==================== block 1
Figure 1. I/O pins on the die edge (block 1).
Drawn at 6 px/um. Pins as bars across the die edge, other pins in gray.
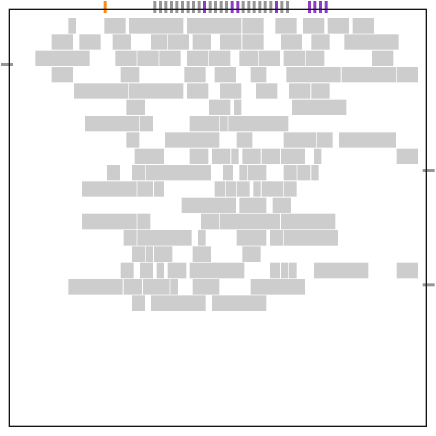

**config.mk**
```make
export PLATFORM = sky130hd
export DESIGN_NAME = mux_arbiter
export DESIGN_NICKNAME = d
export VERILOG_FILES = /design/src/rtl/mux_arbiter.sv
export SDC_FILE = /design/constraint.sdc
export NUM_CORES = 1
export LEC_CHECK = 0
export CAP_MARGIN = 10
export CORE_UTILIZATION = 25
export CTS_BUF_LIST = sky130_fd_sc_hd__clkbuf_8
export DETAILED_ROUTE_END_ITERATION = 16
export SLEW_MARGIN = 5
export SYNTH_ARGS = -nofsm -noshare
export SYNTH_HDL_FRONTEND = slang
export SYNTH_SLANG_ARGS = --single-unit
```
**constraint.sdc**
```tcl
create_clock -name clk -period 3.34 [get_ports clk]
set_clock_uncertainty 0.05 [all_clocks]
set_input_delay 0.334 -clock clk [delete_from_list [all_inputs] [get_ports clk]]
set_output_delay 0.334 -clock clk [all_outputs]
set_load 0.05 [all_outputs]
```
**src/rtl/mux_arbiter.sv**
```systemverilog
// Two-channel show-ahead FIFO arbiter: bounded bursts per channel, pause
// back-pressure, and a post-reset idle handshake before the first grant.
`timescale 1ns/1ps
module mux_arbiter #(
  parameter int BURST_MAX = 4,
  parameter int IDLE_SYNC = 2
) (
  input  logic       clk,
  input  logic       reset,
  input  logic       valid_in_0,
  input  logic [7:0] data_in_0,
  input  logic       valid_in_1,
  input  logic [7:0] data_in_1,
  input  logic       pause,
  output logic       grant_0,
  output logic       grant_1,
  output logic [7:0] data_out,
  output logic       valid_out,
  output logic       active_ch
);

  localparam int         DATA_W   = 8;
  localparam logic [3:0] BMAX     = 4'(BURST_MAX);
  localparam logic [7:0] IDLE_TGT = 8'(IDLE_SYNC);

  typedef enum logic [1:0] {
    SYNC  = 2'd0,
    IDLE  = 2'd1,
    SEND0 = 2'd2,
    SEND1 = 2'd3
  } state_t;

  state_t              state_q;
  logic [7:0]          idle_cnt_q;
  logic [3:0]          burst_cnt_q;
  logic                active_ch_q;
  logic [DATA_W-1:0]   data_out_q;
  logic                valid_out_q;

  logic                gnt0_d;
  logic                gnt1_d;
  logic                extend_d;
  logic [7:0]          idle_cnt_d;

  // Grant decision: same-channel continuation wins until the burst limit,
  // then the other requester; a lone requester at the limit restarts its burst.
  always_comb begin
    gnt0_d = 1'b0;
    gnt1_d = 1'b0;
    if (!pause) begin
      case (state_q)
        IDLE: begin
          if (valid_in_0 && valid_in_1) begin
            gnt0_d = active_ch_q;
            gnt1_d = !active_ch_q;
          end else begin
            gnt0_d = valid_in_0;
            gnt1_d = valid_in_1;
          end
        end
        SEND0: begin
          if (valid_in_0 && (burst_cnt_q < BMAX)) gnt0_d = 1'b1;
          else if (valid_in_1)                    gnt1_d = 1'b1;
          else if (valid_in_0)                    gnt0_d = 1'b1;
        end
        SEND1: begin
          if (valid_in_1 && (burst_cnt_q < BMAX)) gnt1_d = 1'b1;
          else if (valid_in_0)                    gnt0_d = 1'b1;
          else if (valid_in_1)                    gnt1_d = 1'b1;
        end
        default: ;
      endcase
    end
  end

  assign extend_d   = (((state_q == SEND0) && gnt0_d) || ((state_q == SEND1) && gnt1_d))
                      && (burst_cnt_q < BMAX);
  assign idle_cnt_d = idle_cnt_q + 8'd1;

  always_ff @(posedge clk or posedge reset) begin
    if (reset) begin
      state_q     <= SYNC;
      idle_cnt_q  <= 8'd0;
      burst_cnt_q <= 4'd0;
      active_ch_q <= 1'b1;
      data_out_q  <= '0;
      valid_out_q <= 1'b0;
    end else begin
      valid_out_q <= gnt0_d | gnt1_d;
      data_out_q  <= gnt0_d ? data_in_0 : (gnt1_d ? data_in_1 : 8'h00);
      case (state_q)
        SYNC: begin
          if (valid_in_0 || valid_in_1) begin
            idle_cnt_q <= 8'd0;
          end else if (idle_cnt_d >= IDLE_TGT) begin
            idle_cnt_q <= 8'd0;
            state_q    <= IDLE;
          end else begin
            idle_cnt_q <= idle_cnt_d;
          end
        end
        default: begin
          if (!pause) begin
            if (gnt0_d || gnt1_d) begin
              state_q     <= gnt0_d ? SEND0 : SEND1;
              active_ch_q <= gnt1_d;
              burst_cnt_q <= extend_d ? burst_cnt_q + 4'd1 : 4'd1;
            end else begin
              state_q <= IDLE;
            end
          end
        end
      endcase
    end
  end

  assign grant_0   = gnt0_d;
  assign grant_1   = gnt1_d;
  assign data_out  = data_out_q;
  assign valid_out = valid_out_q;
  assign active_ch = active_ch_q;

endmodule

```
==================== block 2
File: src/rtl/keypad_scanner.sv
// 4x4 matrix keypad scanner: rotates the row drive, debounces a single-column hit,
// emits one key_valid pulse per qualified press and tracks hold/release of that key.
module keypad_scanner #(
  parameter int unsigned SCAN_CYCLES     = 4,
  parameter int unsigned DEBOUNCE_CYCLES = 8
) (
  input  logic       clk,
  input  logic       reset,
  input  logic [3:0] col_n,
  output logic [3:0] row_onehot,
  output logic [3:0] key_code,
  output logic       key_valid,
  output logic       key_held
);

  typedef enum logic [1:0] {SCAN, DEBOUNCE, HELD, RELEASE} state_e;

  localparam logic [15:0] SCAN_LAST = 16'(SCAN_CYCLES - 1);
  localparam logic [15:0] DEB_LAST  = 16'(DEBOUNCE_CYCLES - 1);

  state_e      state_q, state_d;
  logic [3:0]  sync1_q, sync2_q;
  logic [3:0]  col_s;
  logic [1:0]  row_q, row_d;
  logic [1:0]  col_q, col_d;
  logic [15:0] cnt_q, cnt_d;
  logic [3:0]  key_code_q, key_code_d;
  logic        key_valid_q, key_valid_d;
  logic        sample_onehot;
  logic [1:0]  sample_col;
  logic [3:0]  col_mask;

  function automatic logic [3:0] decode_key(input logic [1:0] row, input logic [1:0] col);
    logic [3:0] code;
    code = 4'h0;
    case ({row, col})
      4'h0: code = 4'h1;
      4'h1: code = 4'h2;
      4'h2: code = 4'h3;
      4'h3: code = 4'hA;
      4'h4: code = 4'h4;
      4'h5: code = 4'h5;
      4'h6: code = 4'h6;
      4'h7: code = 4'hB;
      4'h8: code = 4'h7;
      4'h9: code = 4'h8;
      4'hA: code = 4'h9;
      4'hB: code = 4'hC;
      4'hC: code = 4'hE;
      4'hD: code = 4'h0;
      4'hE: code = 4'hF;
      4'hF: code = 4'hD;
      default: code = 4'h0;
    endcase
    return code;
  endfunction

  // Columns are active-low on the pins; everything downstream works active-high.
  assign col_s         = ~sync2_q;
  assign col_mask      = 4'b0001 << col_q;
  assign sample_onehot = (col_s != 4'd0) && ((col_s & (col_s - 4'd1)) == 4'd0);

  always_comb begin
    sample_col = 2'd0;
    case (col_s)
      4'b0010: sample_col = 2'd1;
      4'b0100: sample_col = 2'd2;
      4'b1000: sample_col = 2'd3;
      default: sample_col = 2'd0;
    endcase
  end

  // NOTE: sequential state uses non-blocking assignments so every flop samples pre-edge values.
  always_ff @(posedge clk) begin
    if (reset) begin
      sync1_q     <= 4'hF;
      sync2_q     <= 4'hF;
      state_q     <= SCAN;
      row_q       <= 2'd0;
      col_q       <= 2'd0;
      cnt_q       <= 16'd0;
      key_code_q  <= 4'h0;
      key_valid_q <= 1'b0;
    end else begin
      sync1_q     <= col_n;
      sync2_q     <= sync1_q;
      state_q     <= state_d;
      row_q       <= row_d;
      col_q       <= col_d;
      cnt_q       <= cnt_d;
      key_code_q  <= key_code_d;
      key_valid_q <= key_valid_d;
    end
  end

  always_comb begin
    // NOTE: every output of this block gets a default first, so no path can infer a latch.
    state_d     = state_q;
    row_d       = row_q;
    col_d       = col_q;
    cnt_d       = cnt_q + 16'd1;
    key_code_d  = key_code_q;
    key_valid_d = 1'b0;
    case (state_q)
      SCAN: begin
        if (cnt_q == SCAN_LAST) begin
          cnt_d = 16'd0;
          if (sample_onehot) begin
            col_d   = sample_col;
            state_d = DEBOUNCE;
          end else begin
            row_d = row_q + 2'd1;
          end
        end
      end
      DEBOUNCE: begin
        if (col_s == col_mask) begin
          if (cnt_q == DEB_LAST) begin
            state_d     = HELD;
            cnt_d       = 16'd0;
            key_valid_d = 1'b1;
            key_code_d  = decode_key(row_q, col_q);
          end
        end else begin
          state_d = SCAN;
          row_d   = row_q + 2'd1;
          cnt_d   = 16'd0;
        end
      end
      HELD: begin
        // Only the latched column matters here; other columns are ignored.
        cnt_d = 16'd0;
        if (!col_s[col_q]) state_d = RELEASE;
      end
      RELEASE: begin
        if (col_s[col_q]) begin
          state_d = HELD;
          cnt_d   = 16'd0;
        end else if (cnt_q == DEB_LAST) begin
          state_d = SCAN;
          row_d   = row_q + 2'd1;
          cnt_d   = 16'd0;
        end
      end
      default: begin
        state_d = SCAN;
        cnt_d   = 16'd0;
      end
    endcase
  end

  always_comb begin
    row_onehot = 4'b0001 << row_q;
    key_held   = (state_q == HELD) || (state_q == RELEASE);
    key_valid  = key_valid_q;
    key_code   = key_code_q;
  end

endmodule
File: config.mk
export PLATFORM = sky130hd
export DESIGN_NAME = keypad_scanner
export DESIGN_NICKNAME = d
export VERILOG_FILES = /design/src/rtl/keypad_scanner.sv
export SDC_FILE = /design/constraint.sdc
export NUM_CORES = 1
export LEC_CHECK = 0
export CAP_MARGIN = 0
export CORE_MARGIN = 2
export CORE_UTILIZATION = 47
export CTS_CLUSTER_DIAMETER = 100
export DETAILED_ROUTE_END_ITERATION = 8
export PLACE_DENSITY = 0.77
export REMOVE_ABC_BUFFERS = 1
export SLEW_MARGIN = 20
export SYNTH_ARGS = -nofsm -noshare
export SYNTH_HDL_FRONTEND = slang
export SYNTH_SLANG_ARGS = --single-unit
File: constraint.sdc
create_clock -name clk -period 3 [get_ports clk]
set_clock_uncertainty 0.05 [all_clocks]
set_input_delay 0.6 -clock clk [delete_from_list [all_inputs] [get_ports clk]]
set_output_delay 0.6 -clock clk [all_outputs]
set_load 0.01 [all_outputs]
==================== block 3
**src/rtl/axi4_usr_bridge_pkg.sv**
```systemverilog
// Shared encodings for the AXI4-to-user-port bridge: burst types, response codes
// and the write/read channel state machines.
package axi4_usr_bridge_pkg;

    localparam logic [1:0] BURST_FIXED = 2'b00;
    localparam logic [1:0] BURST_INCR  = 2'b01;
    localparam logic [1:0] BURST_WRAP  = 2'b10;

    localparam logic [1:0] RESP_OKAY   = 2'b00;
    localparam logic [1:0] RESP_SLVERR = 2'b10;

    typedef enum logic [1:0] {
        W_IDLE,
        W_DATA,
        W_RESP
    } wstate_e;

    typedef enum logic [1:0] {
        R_IDLE,
        R_ISSUE,
        R_DRAIN
    } rstate_e;

endpackage

```
**src/rtl/axi4_burst_addr_gen.sv**
```systemverilog
// Next-beat address for an AXI4 burst. Reserved burst type falls back to INCR.
module axi4_burst_addr_gen
    import axi4_usr_bridge_pkg::*;
#(
    parameter int ADDR_WIDTH = 32
) (
    input  logic [ADDR_WIDTH-1:0] addr_i,
    input  logic [2:0]            size_i,
    input  logic [7:0]            len_i,
    input  logic [1:0]            burst_i,
    output logic [ADDR_WIDTH-1:0] next_addr_o
);

    logic [ADDR_WIDTH-1:0] bytes;
    logic [ADDR_WIDTH-1:0] incr_addr;
    logic [ADDR_WIDTH-1:0] wrap_mask;

    always_comb begin
        bytes       = ADDR_WIDTH'(1) << size_i;
        incr_addr   = addr_i + bytes;
        // Wrap window is the total burst size; only low bits inside it move.
        wrap_mask   = ((ADDR_WIDTH'(len_i) + ADDR_WIDTH'(1)) << size_i) - ADDR_WIDTH'(1);
        next_addr_o = incr_addr;
        case (burst_i)
            BURST_FIXED: next_addr_o = addr_i;
            BURST_WRAP:  next_addr_o = (addr_i & ~wrap_mask) | (incr_addr & wrap_mask);
            default:     next_addr_o = incr_addr;
        endcase
    end

endmodule

```
**src/rtl/axi4_usr_bridge.sv**
```systemverilog
// AXI4 slave bridging full bursts onto a simple user register/memory port, with
// independent read/write channels and a credit-controlled read-data FIFO.
module axi4_usr_bridge
    import axi4_usr_bridge_pkg::*;
#(
    parameter int ADDR_WIDTH    = 32,
    parameter int DATA_WIDTH    = 32,
    parameter int ID_WIDTH      = 8,
    parameter int RD_FIFO_DEPTH = 4,
    parameter int ADDR_SPAN     = 4096
) (
    input  logic                    axi_aclk,
    input  logic                    axi_resetn,
    input  logic [ID_WIDTH-1:0]     axi_awid,
    input  logic [ADDR_WIDTH-1:0]   axi_awaddr,
    input  logic [7:0]              axi_awlen,
    input  logic [2:0]              axi_awsize,
    input  logic [1:0]              axi_awburst,
    input  logic                    axi_awvalid,
    output logic                    axi_awready,
    input  logic [DATA_WIDTH-1:0]   axi_wdata,
    input  logic [DATA_WIDTH/8-1:0] axi_wstrb,
    input  logic                    axi_wlast,
    input  logic                    axi_wvalid,
    output logic                    axi_wready,
    output logic [ID_WIDTH-1:0]     axi_bid,
    output logic [1:0]              axi_bresp,
    output logic                    axi_bvalid,
    input  logic                    axi_bready,
    input  logic [ID_WIDTH-1:0]     axi_arid,
    input  logic [ADDR_WIDTH-1:0]   axi_araddr,
    input  logic [7:0]              axi_arlen,
    input  logic [2:0]              axi_arsize,
    input  logic [1:0]              axi_arburst,
    input  logic                    axi_arvalid,
    output logic                    axi_arready,
    output logic [ID_WIDTH-1:0]     axi_rid,
    output logic [DATA_WIDTH-1:0]   axi_rdata,
    output logic [1:0]              axi_rresp,
    output logic                    axi_rlast,
    output logic                    axi_rvalid,
    input  logic                    axi_rready,
    output logic                    usr_we,
    output logic [ADDR_WIDTH-1:0]   usr_waddr,
    output logic [DATA_WIDTH-1:0]   usr_wdata,
    output logic [DATA_WIDTH/8-1:0] usr_wstrb,
    output logic                    usr_re,
    output logic [ADDR_WIDTH-1:0]   usr_raddr,
    input  logic [DATA_WIDTH-1:0]   usr_rdata,
    input  logic                    usr_rvalid,
    input  logic                    usr_irq,
    output logic                    axi_interrupt
);

    localparam int PTR_W = $clog2(RD_FIFO_DEPTH);
    localparam int CNT_W = PTR_W + 1;

    function automatic logic in_span(input logic [ADDR_WIDTH-1:0] a);
        return a < ADDR_WIDTH'(ADDR_SPAN);
    endfunction

    // Beat count governs the burst; WLAST is deliberately not used for control.
    logic unused_wlast;
    assign unused_wlast = axi_wlast;

    wstate_e               wstate_q, wstate_d;
    logic [ID_WIDTH-1:0]   wid_q, wid_d;
    logic [ADDR_WIDTH-1:0] waddr_q, waddr_d, waddr_nxt;
    logic [7:0]            wlen_q, wlen_d, wcnt_q, wcnt_d;
    logic [2:0]            wsize_q, wsize_d;
    logic [1:0]            wburst_q, wburst_d;
    logic                  werr_q, werr_d;

    rstate_e               rstate_q, rstate_d;
    logic [ID_WIDTH-1:0]   rid_q, rid_d;
    logic [ADDR_WIDTH-1:0] raddr_q, raddr_d, raddr_nxt;
    logic [7:0]            rlen_q, rlen_d, rcnt_q, rcnt_d, rpush_q, rpush_d;
    logic [2:0]            rsize_q, rsize_d;
    logic [1:0]            rburst_q, rburst_d;
    logic [CNT_W-1:0]      outst_q, outst_d, fcnt_q, fcnt_d;
    logic [PTR_W-1:0]      wptr_q, wptr_d, rptr_q, rptr_d;
    logic                  irq_q;

    logic [DATA_WIDTH-1:0] fifo_data_q [RD_FIFO_DEPTH];
    logic [1:0]            fifo_resp_q [RD_FIFO_DEPTH];
    logic                  fifo_last_q [RD_FIFO_DEPTH];

    logic [CNT_W:0]        inflight;
    logic                  credit_ok, rsp_accept, issue, err_push, push, pop, raddr_ok;
    logic [DATA_WIDTH-1:0] push_data;
    logic [1:0]            push_resp;
    logic                  push_last;

    axi4_burst_addr_gen #(.ADDR_WIDTH(ADDR_WIDTH)) u_waddr_gen (
        .addr_i(waddr_q), .size_i(wsize_q), .len_i(wlen_q), .burst_i(wburst_q),
        .next_addr_o(waddr_nxt)
    );

    axi4_burst_addr_gen #(.ADDR_WIDTH(ADDR_WIDTH)) u_raddr_gen (
        .addr_i(raddr_q), .size_i(rsize_q), .len_i(rlen_q), .burst_i(rburst_q),
        .next_addr_o(raddr_nxt)
    );

    always_comb begin
        wstate_d = wstate_q;
        wid_d    = wid_q;
        waddr_d  = waddr_q;
        wlen_d   = wlen_q;
        wcnt_d   = wcnt_q;
        wsize_d  = wsize_q;
        wburst_d = wburst_q;
        werr_d   = werr_q;
        usr_we   = 1'b0;
        case (wstate_q)
            W_IDLE: if (axi_awvalid) begin
                wid_d    = axi_awid;
                waddr_d  = axi_awaddr;
                wlen_d   = axi_awlen;
                wcnt_d   = axi_awlen;
                wsize_d  = axi_awsize;
                wburst_d = axi_awburst;
                werr_d   = 1'b0;
                wstate_d = W_DATA;
            end
            W_DATA: if (axi_wvalid) begin
                usr_we  = in_span(waddr_q);
                werr_d  = werr_q | ~in_span(waddr_q);
                waddr_d = waddr_nxt;
                if (wcnt_q == 8'd0) wstate_d = W_RESP;
                else                wcnt_d   = wcnt_q - 8'd1;
            end
            W_RESP: if (axi_bready) wstate_d = W_IDLE;
            default: wstate_d = W_IDLE;
        endcase
    end

    assign axi_awready = (wstate_q == W_IDLE);
    assign axi_wready  = (wstate_q == W_DATA);
    assign axi_bvalid  = (wstate_q == W_RESP);
    assign axi_bid     = wid_q;
    assign axi_bresp   = werr_q ? RESP_SLVERR : RESP_OKAY;
    assign usr_waddr   = waddr_q;
    assign usr_wdata   = axi_wdata;
    assign usr_wstrb   = axi_wstrb;

    // Error beats bypass the user port, so they wait for outstanding reads to
    // return first; otherwise they would overtake earlier data in the FIFO.
    always_comb begin
        inflight   = {1'b0, fcnt_q} + {1'b0, outst_q};
        credit_ok  = inflight < (CNT_W + 1)'(RD_FIFO_DEPTH);
        raddr_ok   = in_span(raddr_q);
        rsp_accept = usr_rvalid && (outst_q != '0);
        issue      = (rstate_q == R_ISSUE) && credit_ok && (raddr_ok || (outst_q == '0));
        usr_re     = issue && raddr_ok;
        err_push   = issue && !raddr_ok;
        push       = rsp_accept || err_push;
        push_data  = err_push ? '0 : usr_rdata;
        push_resp  = err_push ? RESP_SLVERR : RESP_OKAY;
        push_last  = (rpush_q == rlen_q);
        pop        = axi_rvalid && axi_rready;
        outst_d    = outst_q + CNT_W'(usr_re) - CNT_W'(rsp_accept);
        fcnt_d     = fcnt_q + CNT_W'(push) - CNT_W'(pop);
        wptr_d     = wptr_q + PTR_W'(push);
        rptr_d     = rptr_q + PTR_W'(pop);
        rpush_d    = rpush_q + 8'(push);

        rstate_d = rstate_q;
        rid_d    = rid_q;
        raddr_d  = raddr_q;
        rlen_d   = rlen_q;
        rcnt_d   = rcnt_q;
        rsize_d  = rsize_q;
        rburst_d = rburst_q;
        case (rstate_q)
            R_IDLE: if (axi_arvalid) begin
                rid_d    = axi_arid;
                raddr_d  = axi_araddr;
                rlen_d   = axi_arlen;
                rcnt_d   = axi_arlen;
                rsize_d  = axi_arsize;
                rburst_d = axi_arburst;
                rpush_d  = 8'd0;
                rstate_d = R_ISSUE;
            end
            R_ISSUE: if (issue) begin
                raddr_d = raddr_nxt;
                if (rcnt_q == 8'd0) rstate_d = R_DRAIN;
                else                rcnt_d   = rcnt_q - 8'd1;
            end
            R_DRAIN: if (pop && fifo_last_q[rptr_q]) rstate_d = R_IDLE;
            default: rstate_d = R_IDLE;
        endcase
    end

    assign axi_arready   = (rstate_q == R_IDLE);
    assign usr_raddr     = raddr_q;
    assign axi_rvalid    = (fcnt_q != '0);
    assign axi_rid       = rid_q;
    assign axi_rdata     = fifo_data_q[rptr_q];
    assign axi_rresp     = fifo_resp_q[rptr_q];
    assign axi_rlast     = fifo_last_q[rptr_q];
    assign axi_interrupt = irq_q;

    always_ff @(posedge axi_aclk or negedge axi_resetn) begin
        if (!axi_resetn) begin
            wstate_q <= W_IDLE;
            wcnt_q   <= 8'd0;
            werr_q   <= 1'b0;
            rstate_q <= R_IDLE;
            rcnt_q   <= 8'd0;
            rpush_q  <= 8'd0;
            outst_q  <= '0;
            fcnt_q   <= '0;
            wptr_q   <= '0;
            rptr_q   <= '0;
            irq_q    <= 1'b0;
        end else begin
            wstate_q <= wstate_d;
            wcnt_q   <= wcnt_d;
            werr_q   <= werr_d;
            rstate_q <= rstate_d;
            rcnt_q   <= rcnt_d;
            rpush_q  <= rpush_d;
            outst_q  <= outst_d;
            fcnt_q   <= fcnt_d;
            wptr_q   <= wptr_d;
            rptr_q   <= rptr_d;
            irq_q    <= usr_irq;
        end
    end

    // Burst attributes and FIFO storage are only meaningful under valid control state.
    always_ff @(posedge axi_aclk) begin
        wid_q    <= wid_d;
        waddr_q  <= waddr_d;
        wlen_q   <= wlen_d;
        wsize_q  <= wsize_d;
        wburst_q <= wburst_d;
        rid_q    <= rid_d;
        raddr_q  <= raddr_d;
        rlen_q   <= rlen_d;
        rsize_q  <= rsize_d;
        rburst_q <= rburst_d;
        if (push) begin
            fifo_data_q[wptr_q] <= push_data;
            fifo_resp_q[wptr_q] <= push_resp;
            fifo_last_q[wptr_q] <= push_last;
        end
    end

endmodule
```
**config.mk**
```make
export PLATFORM = sky130hd
export DESIGN_NAME = axi4_usr_bridge
export DESIGN_NICKNAME = d
export VERILOG_FILES = /design/src/rtl/axi4_usr_bridge_pkg.sv /design/src/rtl/axi4_burst_addr_gen.sv /design/src/rtl/axi4_usr_bridge.sv
export SDC_FILE = /design/constraint.sdc
export NUM_CORES = 1
export LEC_CHECK = 0
export ABC_CLOCK_PERIOD_IN_PS = 4850
export CORE_AREA = 3 3 210 212
export DETAILED_ROUTE_END_ITERATION = 10
export DIE_AREA = 0 0 213 215
export PLACE_DENSITY = 0.73
export SYNTH_ARGS = -nofsm -noshare
export SYNTH_HDL_FRONTEND = slang
export SYNTH_SLANG_ARGS = --single-unit
export TNS_END_PERCENT = 50
```
**constraint.sdc**
```tcl
create_clock -name axi_aclk -period 4.85 [get_ports axi_aclk]
set_clock_uncertainty 0.05 [all_clocks]
set_input_delay 0.97 -clock axi_aclk [delete_from_list [all_inputs] [get_ports axi_aclk]]
set_output_delay 0.97 -clock axi_aclk [all_outputs]
set_load 0.05 [all_outputs]
```
==================== block 4
===== src/rtl/mem_port_arbiter.sv =====
// Three-way arbiter sharing one memory port between fetch, load and store requesters.
// Fixed priority store > load > fetch by default; define MEM_ARB_RR_EN for round-robin.
module mem_port_arbiter #(
    parameter int ADDR_W = 32,
    parameter int DATA_W = 32
) (
    input  logic              i_clk,
    input  logic              i_reset,
    input  logic              i_if_req,
    input  logic [ADDR_W-1:0] i_if_addr,
    output logic [DATA_W-1:0] o_if_data,
    output logic              o_if_ack,
    input  logic              i_rd_req,
    input  logic [ADDR_W-1:0] i_rd_addr,
    output logic [DATA_W-1:0] o_rd_data,
    output logic              o_rd_ack,
    input  logic              i_wr_req,
    input  logic [ADDR_W-1:0] i_wr_addr,
    input  logic [DATA_W-1:0] i_wr_data,
    output logic              o_wr_ack,
    output logic              o_mem_req,
    output logic              o_mem_we,
    output logic [ADDR_W-1:0] o_mem_addr,
    output logic [DATA_W-1:0] o_mem_wdata,
    input  logic [DATA_W-1:0] i_mem_rdata,
    input  logic              i_mem_ack,
    output logic [1:0]        o_grant
);

    localparam logic [1:0] GNT_NONE = 2'd0;
    localparam logic [1:0] GNT_IF   = 2'd1;
    localparam logic [1:0] GNT_RD   = 2'd2;
    localparam logic [1:0] GNT_WR   = 2'd3;

    typedef enum logic [1:0] {
        ST_IDLE = 2'd0,
        ST_BUSY = 2'd1,
        ST_DONE = 2'd2
    } state_t;

    state_t            r_state;
    state_t            w_state_next;
    logic              r_mem_req,   w_mem_req_next;
    logic              r_mem_we,    w_mem_we_next;
    logic [ADDR_W-1:0] r_mem_addr,  w_mem_addr_next;
    logic [DATA_W-1:0] r_mem_wdata, w_mem_wdata_next;
    logic [1:0]        r_grant,     w_grant_next;
    logic              r_if_ack,    w_if_ack_next;
    logic              r_rd_ack,    w_rd_ack_next;
    logic              r_wr_ack,    w_wr_ack_next;
    logic [DATA_W-1:0] r_if_data,   w_if_data_next;
    logic [DATA_W-1:0] r_rd_data,   w_rd_data_next;
    logic [1:0]        w_win;

`ifdef MEM_ARB_RR_EN
    // Pointer names the port searched first: 0 fetch, 1 load, 2 store.
    logic [1:0] r_rr_ptr;
    logic [1:0] w_rr_ptr_next;

    always_comb begin
        w_win = GNT_NONE;
        case (r_rr_ptr)
            2'd1:    w_win = i_rd_req ? GNT_RD : i_wr_req ? GNT_WR : i_if_req ? GNT_IF : GNT_NONE;
            2'd2:    w_win = i_wr_req ? GNT_WR : i_if_req ? GNT_IF : i_rd_req ? GNT_RD : GNT_NONE;
            default: w_win = i_if_req ? GNT_IF : i_rd_req ? GNT_RD : i_wr_req ? GNT_WR : GNT_NONE;
        endcase
    end

    // Grant code of the winner equals the pointer value of the port after it, except store.
    always_comb begin
        w_rr_ptr_next = r_rr_ptr;
        if (r_state == ST_IDLE && w_win != GNT_NONE)
            w_rr_ptr_next = (w_win == GNT_WR) ? 2'd0 : w_win;
    end

    always_ff @(posedge i_clk or posedge i_reset) begin
        if (i_reset)
            r_rr_ptr <= 2'd0;
        else
            r_rr_ptr <= w_rr_ptr_next;
    end
`else
    assign w_win = i_wr_req ? GNT_WR : i_rd_req ? GNT_RD : i_if_req ? GNT_IF : GNT_NONE;
`endif

    always_comb begin
        w_state_next     = r_state;
        w_mem_req_next   = r_mem_req;
        w_mem_we_next    = r_mem_we;
        w_mem_addr_next  = r_mem_addr;
        w_mem_wdata_next = r_mem_wdata;
        w_grant_next     = r_grant;
        w_if_ack_next    = 1'b0;
        w_rd_ack_next    = 1'b0;
        w_wr_ack_next    = 1'b0;
        w_if_data_next   = r_if_data;
        w_rd_data_next   = r_rd_data;

        case (r_state)
            ST_IDLE: begin
                if (w_win != GNT_NONE) begin
                    w_state_next   = ST_BUSY;
                    w_mem_req_next = 1'b1;
                    w_grant_next   = w_win;
                    case (w_win)
                        GNT_WR: begin
                            w_mem_we_next    = 1'b1;
                            w_mem_addr_next  = i_wr_addr;
                            w_mem_wdata_next = i_wr_data;
                        end
                        GNT_RD: begin
                            w_mem_we_next    = 1'b0;
                            w_mem_addr_next  = i_rd_addr;
                            w_mem_wdata_next = '0;
                        end
                        default: begin
                            w_mem_we_next    = 1'b0;
                            w_mem_addr_next  = i_if_addr;
                            w_mem_wdata_next = '0;
                        end
                    endcase
                end
            end
            ST_BUSY: begin
                // Requester req is not re-checked here: a dropped req still gets its ack.
                if (i_mem_ack) begin
                    w_state_next     = ST_DONE;
                    w_mem_req_next   = 1'b0;
                    w_mem_we_next    = 1'b0;
                    w_mem_addr_next  = '0;
                    w_mem_wdata_next = '0;
                    w_grant_next     = GNT_NONE;
                    case (r_grant)
                        GNT_IF: begin
                            w_if_ack_next  = 1'b1;
                            w_if_data_next = i_mem_rdata;
                        end
                        GNT_RD: begin
                            w_rd_ack_next  = 1'b1;
                            w_rd_data_next = i_mem_rdata;
                        end
                        GNT_WR:  w_wr_ack_next = 1'b1;
                        default: ;
                    endcase
                end
            end
            ST_DONE: w_state_next = ST_IDLE;
            default: w_state_next = ST_IDLE;
        endcase
    end

    always_ff @(posedge i_clk or posedge i_reset) begin
        if (i_reset) begin
            r_state     <= ST_IDLE;
            r_mem_req   <= 1'b0;
            r_mem_we    <= 1'b0;
            r_mem_addr  <= '0;
            r_mem_wdata <= '0;
            r_grant     <= GNT_NONE;
            r_if_ack    <= 1'b0;
            r_rd_ack    <= 1'b0;
            r_wr_ack    <= 1'b0;
            r_if_data   <= '0;
            r_rd_data   <= '0;
        end else begin
            r_state     <= w_state_next;
            r_mem_req   <= w_mem_req_next;
            r_mem_we    <= w_mem_we_next;
            r_mem_addr  <= w_mem_addr_next;
            r_mem_wdata <= w_mem_wdata_next;
            r_grant     <= w_grant_next;
            r_if_ack    <= w_if_ack_next;
            r_rd_ack    <= w_rd_ack_next;
            r_wr_ack    <= w_wr_ack_next;
            r_if_data   <= w_if_data_next;
            r_rd_data   <= w_rd_data_next;
        end
    end

    assign o_mem_req   = r_mem_req;
    assign o_mem_we    = r_mem_we;
    assign o_mem_addr  = r_mem_addr;
    assign o_mem_wdata = r_mem_wdata;
    assign o_grant     = r_grant;
    assign o_if_ack    = r_if_ack;
    assign o_rd_ack    = r_rd_ack;
    assign o_wr_ack    = r_wr_ack;
    assign o_if_data   = r_if_data;
    assign o_rd_data   = r_rd_data;

endmodule


===== config.mk =====
export PLATFORM = sky130hd
export DESIGN_NAME = mem_port_arbiter
export DESIGN_NICKNAME = d
export VERILOG_FILES = /design/src/rtl/mem_port_arbiter.sv
export SDC_FILE = /design/constraint.sdc
export NUM_CORES = 1
export LEC_CHECK = 0
export CORE_AREA = 2 2 123 125
export CTS_CLUSTER_SIZE = 16
export DETAILED_ROUTE_END_ITERATION = 7
export DIE_AREA = 0 0 125 127
export GPL_ROUTABILITY_DRIVEN = 0
export PLACE_DENSITY = 0.81
export SETUP_SLACK_MARGIN = 0.4
export SLEW_MARGIN = 10
export SYNTH_ARGS = -nofsm -noshare
export SYNTH_HDL_FRONTEND = slang
export SYNTH_SLANG_ARGS = --single-unit

===== constraint.sdc =====
create_clock -name i_clk -period 4.49 [get_ports i_clk]
set_input_delay 0.449 -clock i_clk [delete_from_list [all_inputs] [get_ports i_clk]]
set_output_delay 0.449 -clock i_clk [all_outputs]
set_load 0.02 [all_outputs]


==> gallery <==
I/O pins on the die edge.
Plate I
Drawn at 1.5 px/um. Pins as bars across the die edge, other pins in gray.
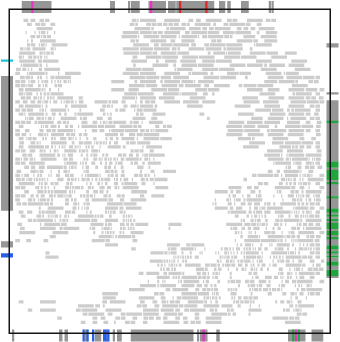
Plate II
Drawn at 6 px/um. Pins as bars across the die edge, other pins in gray.
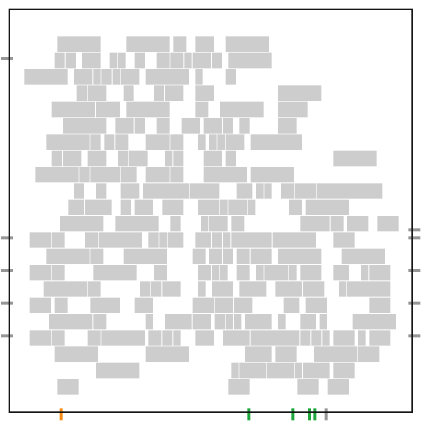
Plate III
Drawn at 3 px/um. Pins as bars across the die edge, other pins in gray.
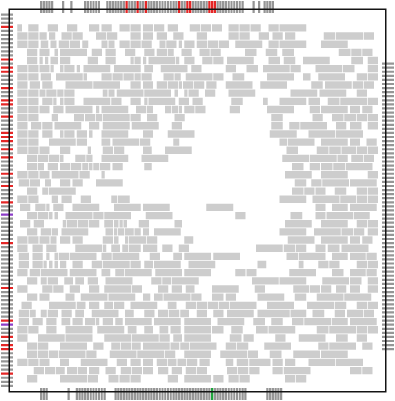
- fewest pins: Plate II
- smallest die: Plate II
- Plate II = block 2
- Plate III = block 4
- Plate I = block 3

Figure 2. Routed clock nets over the placement (block 2).
Drawn at 8 px/um.
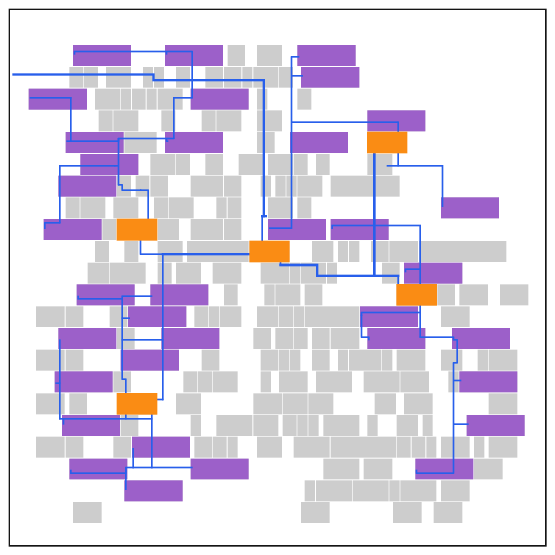
- clock wires: blue (length 435 um)
- flip-flops: purple (count 35)
- clock-net drivers: orange (count 5)
- routed clock nets: 6
Clock power frac: 0.418
clock latency on the worst-skew pair: 0.28 ns
clock group power: 0.417 mW

==> tab_implementation.tex, block 2 <==
% Auto-generated results table
\begin{tabular}{lr}
\hline
Metric & Value \\
\hline
\multicolumn{2}{l}{\textbf{Timing}} \\
\quad Count of final hold-check violations & 0 \\
\quad Unrepaired setup endpoints after global routing & false \\
\multicolumn{2}{l}{\textbf{Setup path}} \\
\quad Kind of cell adding the most delay to the critical path & simple AND/OR/NAND/NOR gates \\
\quad Number of buffers and inverters on the critical path & 0 \\
\quad Critical path depth in cells & 6 \\
\multicolumn{2}{l}{\textbf{Pwr}} \\
\quad Internal portion of total power & 0.7687 mW \\
\quad Switch share & 0.2304 \\
\quad Pwr per Cell Area & 465.5 nW/um\^{}2 \\
\multicolumn{2}{l}{\textbf{Logic synthesis}} \\
\quad Cell area after synthesis & 1859 um\^{}2 \\
\quad Area contributors post-synth & sky130\_fd\_sc\_hd\_\_dfxtp\_1 (38\%), sky130\_fd\_sc\_hd\_\_ha\_1 (6.7\%), sky130\_fd\_sc\_hd\_\_xor2\_1 (6.1\%) \\
\quad Leading post-synthesis cells by instance count & sky130\_fd\_sc\_hd\_\_dfxtp\_1 (35), sky130\_fd\_sc\_hd\_\_nor3\_1 (17), sky130\_fd\_sc\_hd\_\_nand2\_1 (14), sky130\_fd\_sc\_hd\_\_nor2\_1 (14), sky130\_fd\_sc\_hd\_\_xor2\_1 (13) \\
\quad Number of synthesis warnings & 0 \\
\quad Post-synth tally of flip-flops with integrated enable & 0 \\
\multicolumn{2}{l}{\textbf{Clocking}} \\
\quad Clk pin slew, worst setup/hold paths & 0.07 ns \\
\multicolumn{2}{l}{\textbf{Final layout}} \\
\quad Fin nets & 230 \\
\multicolumn{2}{l}{\textbf{Die}} \\
\quad Die W & 66.90 um \\
\multicolumn{2}{l}{\textbf{Global routing}} \\
\quad Remaining global-route overflow & 0 \\
\multicolumn{2}{l}{\textbf{Outcome}} \\
\quad Run status & completed \\
\hline
\end{tabular}
block 2: power by group through the flow:
stage | Clock (mW) | Combinational [mW] | Sequential (mW)
detailed placement | 0 | 0.0898 | 0.504
global placement | 0 | 0.0877 | 0.503
CTS | 0.429 | 0.0895 | 0.494
floorplan | 0 | 0.0602 | 0.500
global route | 0.453 | 0.0993 | 0.497
finish | 0.417 | 0.0882 | 0.494
block 2: metal layers:
| metal | up-vias | part of all wire | global-route usage |
|---|---|---|---|
| met4 | 0 | 0.011 | 0.06888 |
| met1 | 629 | 0.49 | 0.2150 |
| met3 | 4 | 0.037 | 0.05068 |
| met5 | - | 0 | 0 |
| li1 | 731 | - | - |
| met2 | 22 | 0.46 | 0.2713 |
block 2: cell families after synthesis:
| group | Yosys count | synth area share |
|---|---|---|
| AND-OR/OR-AND | 18 | 0.06460 |
| buffers and inverters | 17 | 0.03566 |
| adder cells (fa/ha/maj) | 10 | 0.06729 |
| AND/OR/NAND/NOR | 90 | 0.2894 |
| XOR/XNOR | 20 | 0.09421 |
| flip-flops | 35 | 0.3768 |
| multiplexers | 12 | 0.07201 |
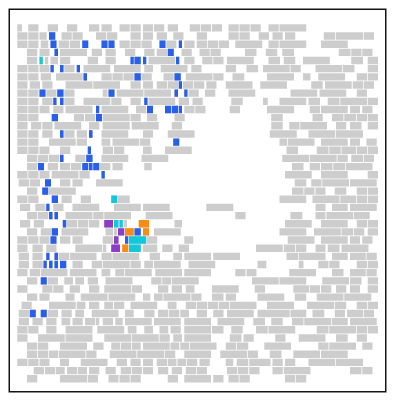
Figure 3: block 4, selected gate families.
Drawn at 3 px/um.
- nand cells: blue (cells 66)
- aoi and oai cells: purple (cells 4; where left middle)
- and/or cells: orange (cells 4)
- nor cells: cyan (cells 6)
Comb area share: 0.2270
non-filler cells, final: 906
dominant logic cell type in the layout: sky130_fd_sc_hd__clkdlybuf4s50_1

==> tab_implementation.tex, block 4 <==
% Auto-generated results table
\begin{tabular}{lr}
\hline
Metric & Value \\
\hline
\multicolumn{2}{l}{\textbf{Route}} \\
\quad Routed length on met2 & 8664 um \\
\multicolumn{2}{l}{\textbf{Logic synthesis}} \\
\quad Arithmetic-cell share of the synthesized area counting full adders, half adders and majority gates & 0 \\
\quad Sequential share of the synthesized area & 0.5953 \\
\quad Number of register bits inferred by synthesis & between 100 and 150 \\
\multicolumn{2}{l}{\textbf{Timing}} \\
\quad Slew Limit Headroom & 0.4008 \\
\quad Final Cycle Share & 0.4906 \\
\quad Final setup vio count & 0 \\
\quad Hold\_ws & 0.3742 ns \\
\multicolumn{2}{l}{\textbf{Global routing}} \\
\quad Antenna violations before repair & 1 \\
\multicolumn{2}{l}{\textbf{Clocking}} \\
\quad Clock root buffer & sky130\_fd\_sc\_hd\_\_clkbuf\_16 \\
\quad CTS H-tree depth & 4 \\
\quad Max Root-Sink Buffers & 2 \\
\multicolumn{2}{l}{\textbf{Setup path}} \\
\quad Chain of cells forming the critical path & clkdlybuf4s50\_1 > nor2\_1 > a221o\_2 > buf\_4 > a32o\_1 \\
\quad Highest cell delay on the worst timing path & approximately 0.8 ns \\
\quad Worst path required time & 4.84 ns \\
\quad Worst EP arrival & 2.55 ns \\
\multicolumn{2}{l}{\textbf{Final layout}} \\
\quad Final Cell Area & 9438 um\^{}2 \\
\multicolumn{2}{l}{\textbf{Outcome}} \\
\quad Run status & completed \\
\multicolumn{2}{l}{\textbf{Pwr}} \\
\quad Sequential cell fraction of total power & 0.329 \\
\quad Power share of the combinational group & 0.467 \\
\quad Power in sequential cells & $\sim$2.1 mW \\
\hline
\end{tabular}
## block 4: synth_stat cells
cell                          n
sky130_fd_sc_hd__a21o_1       2
sky130_fd_sc_hd__a21oi_1      1
sky130_fd_sc_hd__a221o_1      1
sky130_fd_sc_hd__a22o_1      32
sky130_fd_sc_hd__a32o_1      32
sky130_fd_sc_hd__and3_1       1
sky130_fd_sc_hd__and3b_1      2
sky130_fd_sc_hd__buf_2       16
sky130_fd_sc_hd__buf_4        3
sky130_fd_sc_hd__buf_6        6
sky130_fd_sc_hd__clkbuf_1     6
sky130_fd_sc_hd__dfrtp_1    137
sky130_fd_sc_hd__inv_1        4
sky130_fd_sc_hd__mux2_1       3
sky130_fd_sc_hd__mux2_2      51
sky130_fd_sc_hd__mux2_4      10
sky130_fd_sc_hd__mux2i_1     32
sky130_fd_sc_hd__nand2_1     33
sky130_fd_sc_hd__nand2b_1    33
sky130_fd_sc_hd__nor2_1       4
sky130_fd_sc_hd__nor3_1       1
sky130_fd_sc_hd__nor3_2       1
sky130_fd_sc_hd__o22ai_1      1
sky130_fd_sc_hd__o2bb2ai_1    2
sky130_fd_sc_hd__or2_2        1
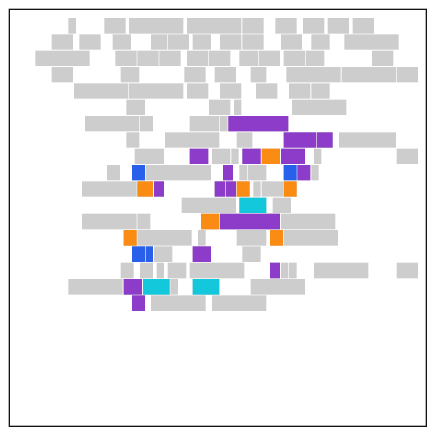
Figure 4: block 1, selected gate families.
Drawn at 6 px/um.
- nand cells: blue (cells 4)
- and/or cells: orange (cells 7; where middle)
- aoi and oai cells: purple (cells 16)
- fa/ha/maj cells: cyan (cells 3)

Figure 5. Routed clock nets over the placement (block 1).
Drawn at 6 px/um.
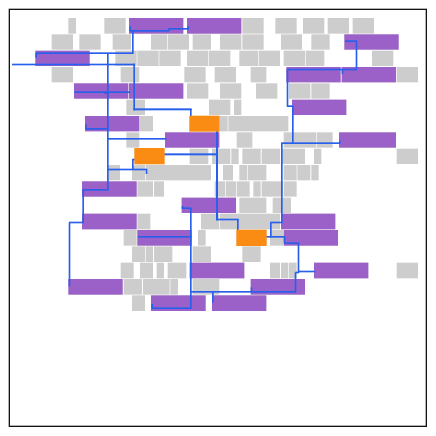
- clock-net drivers: orange (count 3)
- flip-flops: purple (count 24)
- clock wires: blue (length 321 um)
- routed clock nets: 4

Notes on Figure 1 above:
- `data_out`: purple (pins 8; direction output; edge top)
- `reset`: orange (pins 1; direction input; edge top)

==> tab_implementation.tex, block 1 <==
% Auto-generated results table
\begin{tabular}{lr}
\hline
Metric & Value \\
\hline
\multicolumn{2}{l}{\textbf{Outcome}} \\
\quad Run status & completed \\
\multicolumn{2}{l}{\textbf{Die}} \\
\quad I/O pin count & 33 \\
\quad Chip height & 69.27 um \\
\quad Taps Inserted & 52 \\
\quad Area of the die & 4798 um\^{}2 \\
\multicolumn{2}{l}{\textbf{Clocking}} \\
\quad Clk pin slew, worst setup/hold paths & 0.09 ns \\
\quad CTS H-tree depth & 1 \\
\quad Clock root buffer & sky130\_fd\_sc\_hd\_\_clkbuf\_8 \\
\multicolumn{2}{l}{\textbf{Pwr}} \\
\quad Power of the combinational group & 0.449 mW \\
\multicolumn{2}{l}{\textbf{Logic synthesis}} \\
\quad Number of synthesis warnings & 0 \\
\quad Synthesized instance count & between 90 and 100 \\
\multicolumn{2}{l}{\textbf{Final layout}} \\
\quad Fin nets & 151 \\
\multicolumn{2}{l}{\textbf{Setup path}} \\
\quad Origin of the critical flop-to-flop path & state\_q[1] \\
\multicolumn{2}{l}{\textbf{Timing}} \\
\quad Tmin final & 2.742 ns \\
\quad Hold\_ws & 0.4453 ns \\
\multicolumn{2}{l}{\textbf{Global routing}} \\
\quad Antenna violations before repair & 0 \\
\quad Wire length of the first global-routing pass & 4291 um \\
\hline
\end{tabular}
-- block 1: registers in the layout, summed over array words and instances (netlist names) --
signal       cells
data_out         8
valid_out        1
state_q          2
idle_cnt_q       8
burst_cnt_q      4
active_ch        1
-- block 1: synth_stat cells, drive strengths merged --
cell	count	share of area
dfrtp	23	0.51
a22o	10	0.077
inv	8	0.027
nor2b	6	0.033
a21oi	5	0.025
nor2	5	0.017
buf	4	0.034
ha	3	0.033
a2111oi	2	0.049
a311oi	2	0.015
nand2	2	0.0088
nor4b	2	0.015
o21bai	2	0.017
a31oi	1	0.0055
and2	1	0.0055
and3	1	0.0055
and4	1	0.0077
dfstp	1	0.023
mux2i	1	0.0088
nand2b	1	0.0055
nand4	1	0.0055
o21ai	1	0.0044
o221ai	1	0.013
o22ai	1	0.0055
o2bb2ai	1	0.0077
o31a	1	0.0077
or2	1	0.0055
or3	1	0.0055
or3b	1	0.0077
or4	1	0.0066
xor2	1	0.0077
-- block 1: worst max-delay path, cell delays in order (launching register included) --
cell,delay [ns]
sky130_fd_sc_hd__dfrtp_1,0.53
sky130_fd_sc_hd__nor2_1,0.27
sky130_fd_sc_hd__a2111oi_4,0.42
sky130_fd_sc_hd__clkdlybuf4s50_1,0.87
Figure 6. Signal wires by layer (block 3).
Drawn at 1 px/um. Only two layers are drawn.
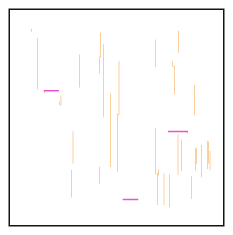
- M5: magenta (wire length 46.0 um)
- M4: orange (wire length 976 um)
overall track demand over capacity in global routing: 0.1849
final routed wirelength across all metal layers: 43,310 um

==> tab_implementation.tex, block 3 <==
% Auto-generated results table
\begin{tabular}{lr}
\hline
Metric & Value \\
\hline
\multicolumn{2}{l}{\textbf{Outcome}} \\
\quad Run status & completed \\
\multicolumn{2}{l}{\textbf{Logic synthesis}} \\
\quad Dominant cell by count in the synthesized netlist & sky130\_fd\_sc\_hd\_\_edfxtp\_1 \\
\quad Dominant cell type by area after synthesis & sky130\_fd\_sc\_hd\_\_edfxtp\_1 \\
\quad Top cell type's share of synthesized area & 0.4542 \\
\multicolumn{2}{l}{\textbf{Worst hold path}} \\
\quad Cells on Worst Hold Path & 1 \\
\multicolumn{2}{l}{\textbf{Setup path}} \\
\quad Highest cell delay on the worst timing path & 0.95 ns \\
\quad Origin of the critical flop-to-flop path & rsize\_q[1] \\
\quad Start-to-end type of the worst setup path & reg -> out \\
\multicolumn{2}{l}{\textbf{Pwr}} \\
\quad Switch share & 0.4232 \\
\quad Top power group & combinational logic \\
\quad Clock group power & 2.38 mW \\
\quad Peak supply drop & between 0.2 and 0.3 mV \\
\multicolumn{2}{l}{\textbf{Die}} \\
\quad I/O pin count & 345 \\
\quad Pre-Place Util & 0.3797 \\
\quad Die W & 213 um \\
\multicolumn{2}{l}{\textbf{Placement}} \\
\quad Instance area at placement & $\sim$19,000 um\^{}2 \\
\multicolumn{2}{l}{\textbf{Final layout}} \\
\quad Dominant logic cell type in the layout & sky130\_fd\_sc\_hd\_\_clkdlybuf4s50\_1 \\
\multicolumn{2}{l}{\textbf{Global routing}} \\
\quad Maximum number of pins on one net before global-route repair & approximately 52 \\
\multicolumn{2}{l}{\textbf{Route}} \\
\quad DRT iter0 DRCs & 1,171 \\
\quad Via density per instance & 5.608 \\
\quad Remaining DRCs & 0 \\
\multicolumn{2}{l}{\textbf{Timing}} \\
\quad Unrepaired setup endpoints after global routing & false \\
\hline
\end{tabular}
block 3: cell type report:
type	instances	area [um^2]	area share
clock buffers	40	894.6	0.04474
inverters	46	172.7	0.008635
flip-flops and latches	282	8269	0.4135
multi-input cells	1015	6990	0.3496
clock inverters	21	125.1	0.006257
repair buffers	292	2870	0.1435
well taps	539	674.4	0.03373
block 3: per-layer routing:
metal	vias to the layer above	GRT usage	part of all wire
met3	77	0.04258	0.075
met4	6	0.04768	0.023
met2	541	0.3155	0.49
met5	-	0	0.0011
met1	6128	0.2369	0.42
li1	5781	-	-
block 3: kinds of logic after synthesis:
logic type,count (synthesis),synth area share
other,1,0.0002344
AND-OR/OR-AND,289,0.1208
flip-flops,282,0.5168
multiplexers,48,0.05819
AND/OR/NAND/NOR,538,0.1672
buffers and inverters,158,0.04951
adder cells (fa/ha/maj),40,0.03316
XOR/XNOR,98,0.05412
block 3: through the flow:
step,total power [mW],cells,hold WS (ns)
floorplan,7.894,1455,0.4171
global placement,9.452,2174,0.4359
detailed placement,9.577,2174,0.4553
CTS,12.01,2235,0.4718
global route,12.57,2235,0.5137
finish,11.90,2235,0.4576


## Gallery

Clock routing.
image #1
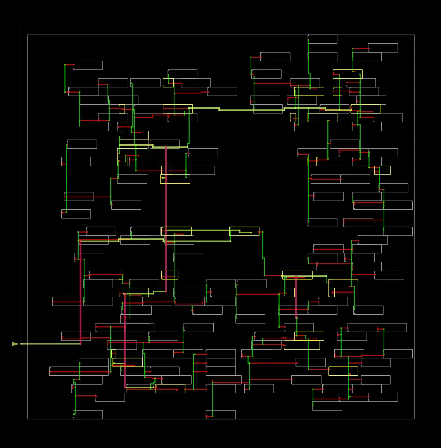
image #2
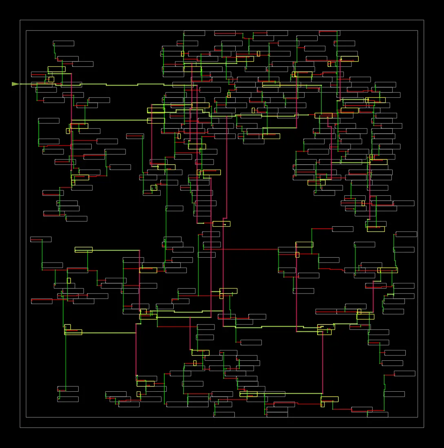
image #3
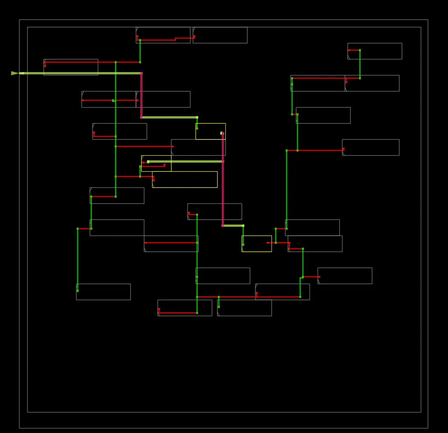
block 1: image #3
block 4: image #1
block 3: image #2
Of these, fewest clock buffers: image #3


==> notes/layouts.md <==
Pictures saved along the way, in no particular order.

Signal wires by layer.
(a)
Drawn at 2 px/um. Only two layers are drawn.
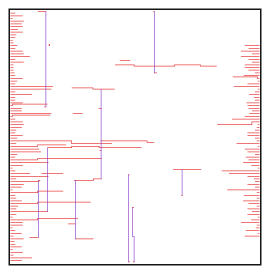
(b)
Drawn at 4 px/um. Only two layers are drawn.
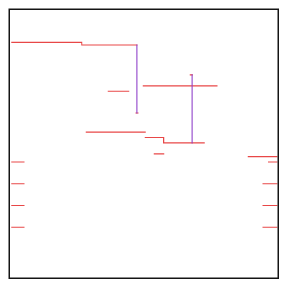
(c)
Drawn at 4 px/um. Only two layers are drawn.
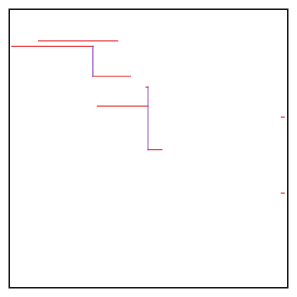
- most wire: (a)
- least wire: (c)
For block 2, see (b).
For block 1, see (c).
For block 4, see (a).

Key to (b):
- M3: red (wire length 121 um)
- M4: purple (wire length 34.0 um)

Power and IR drop assume default switching activity.
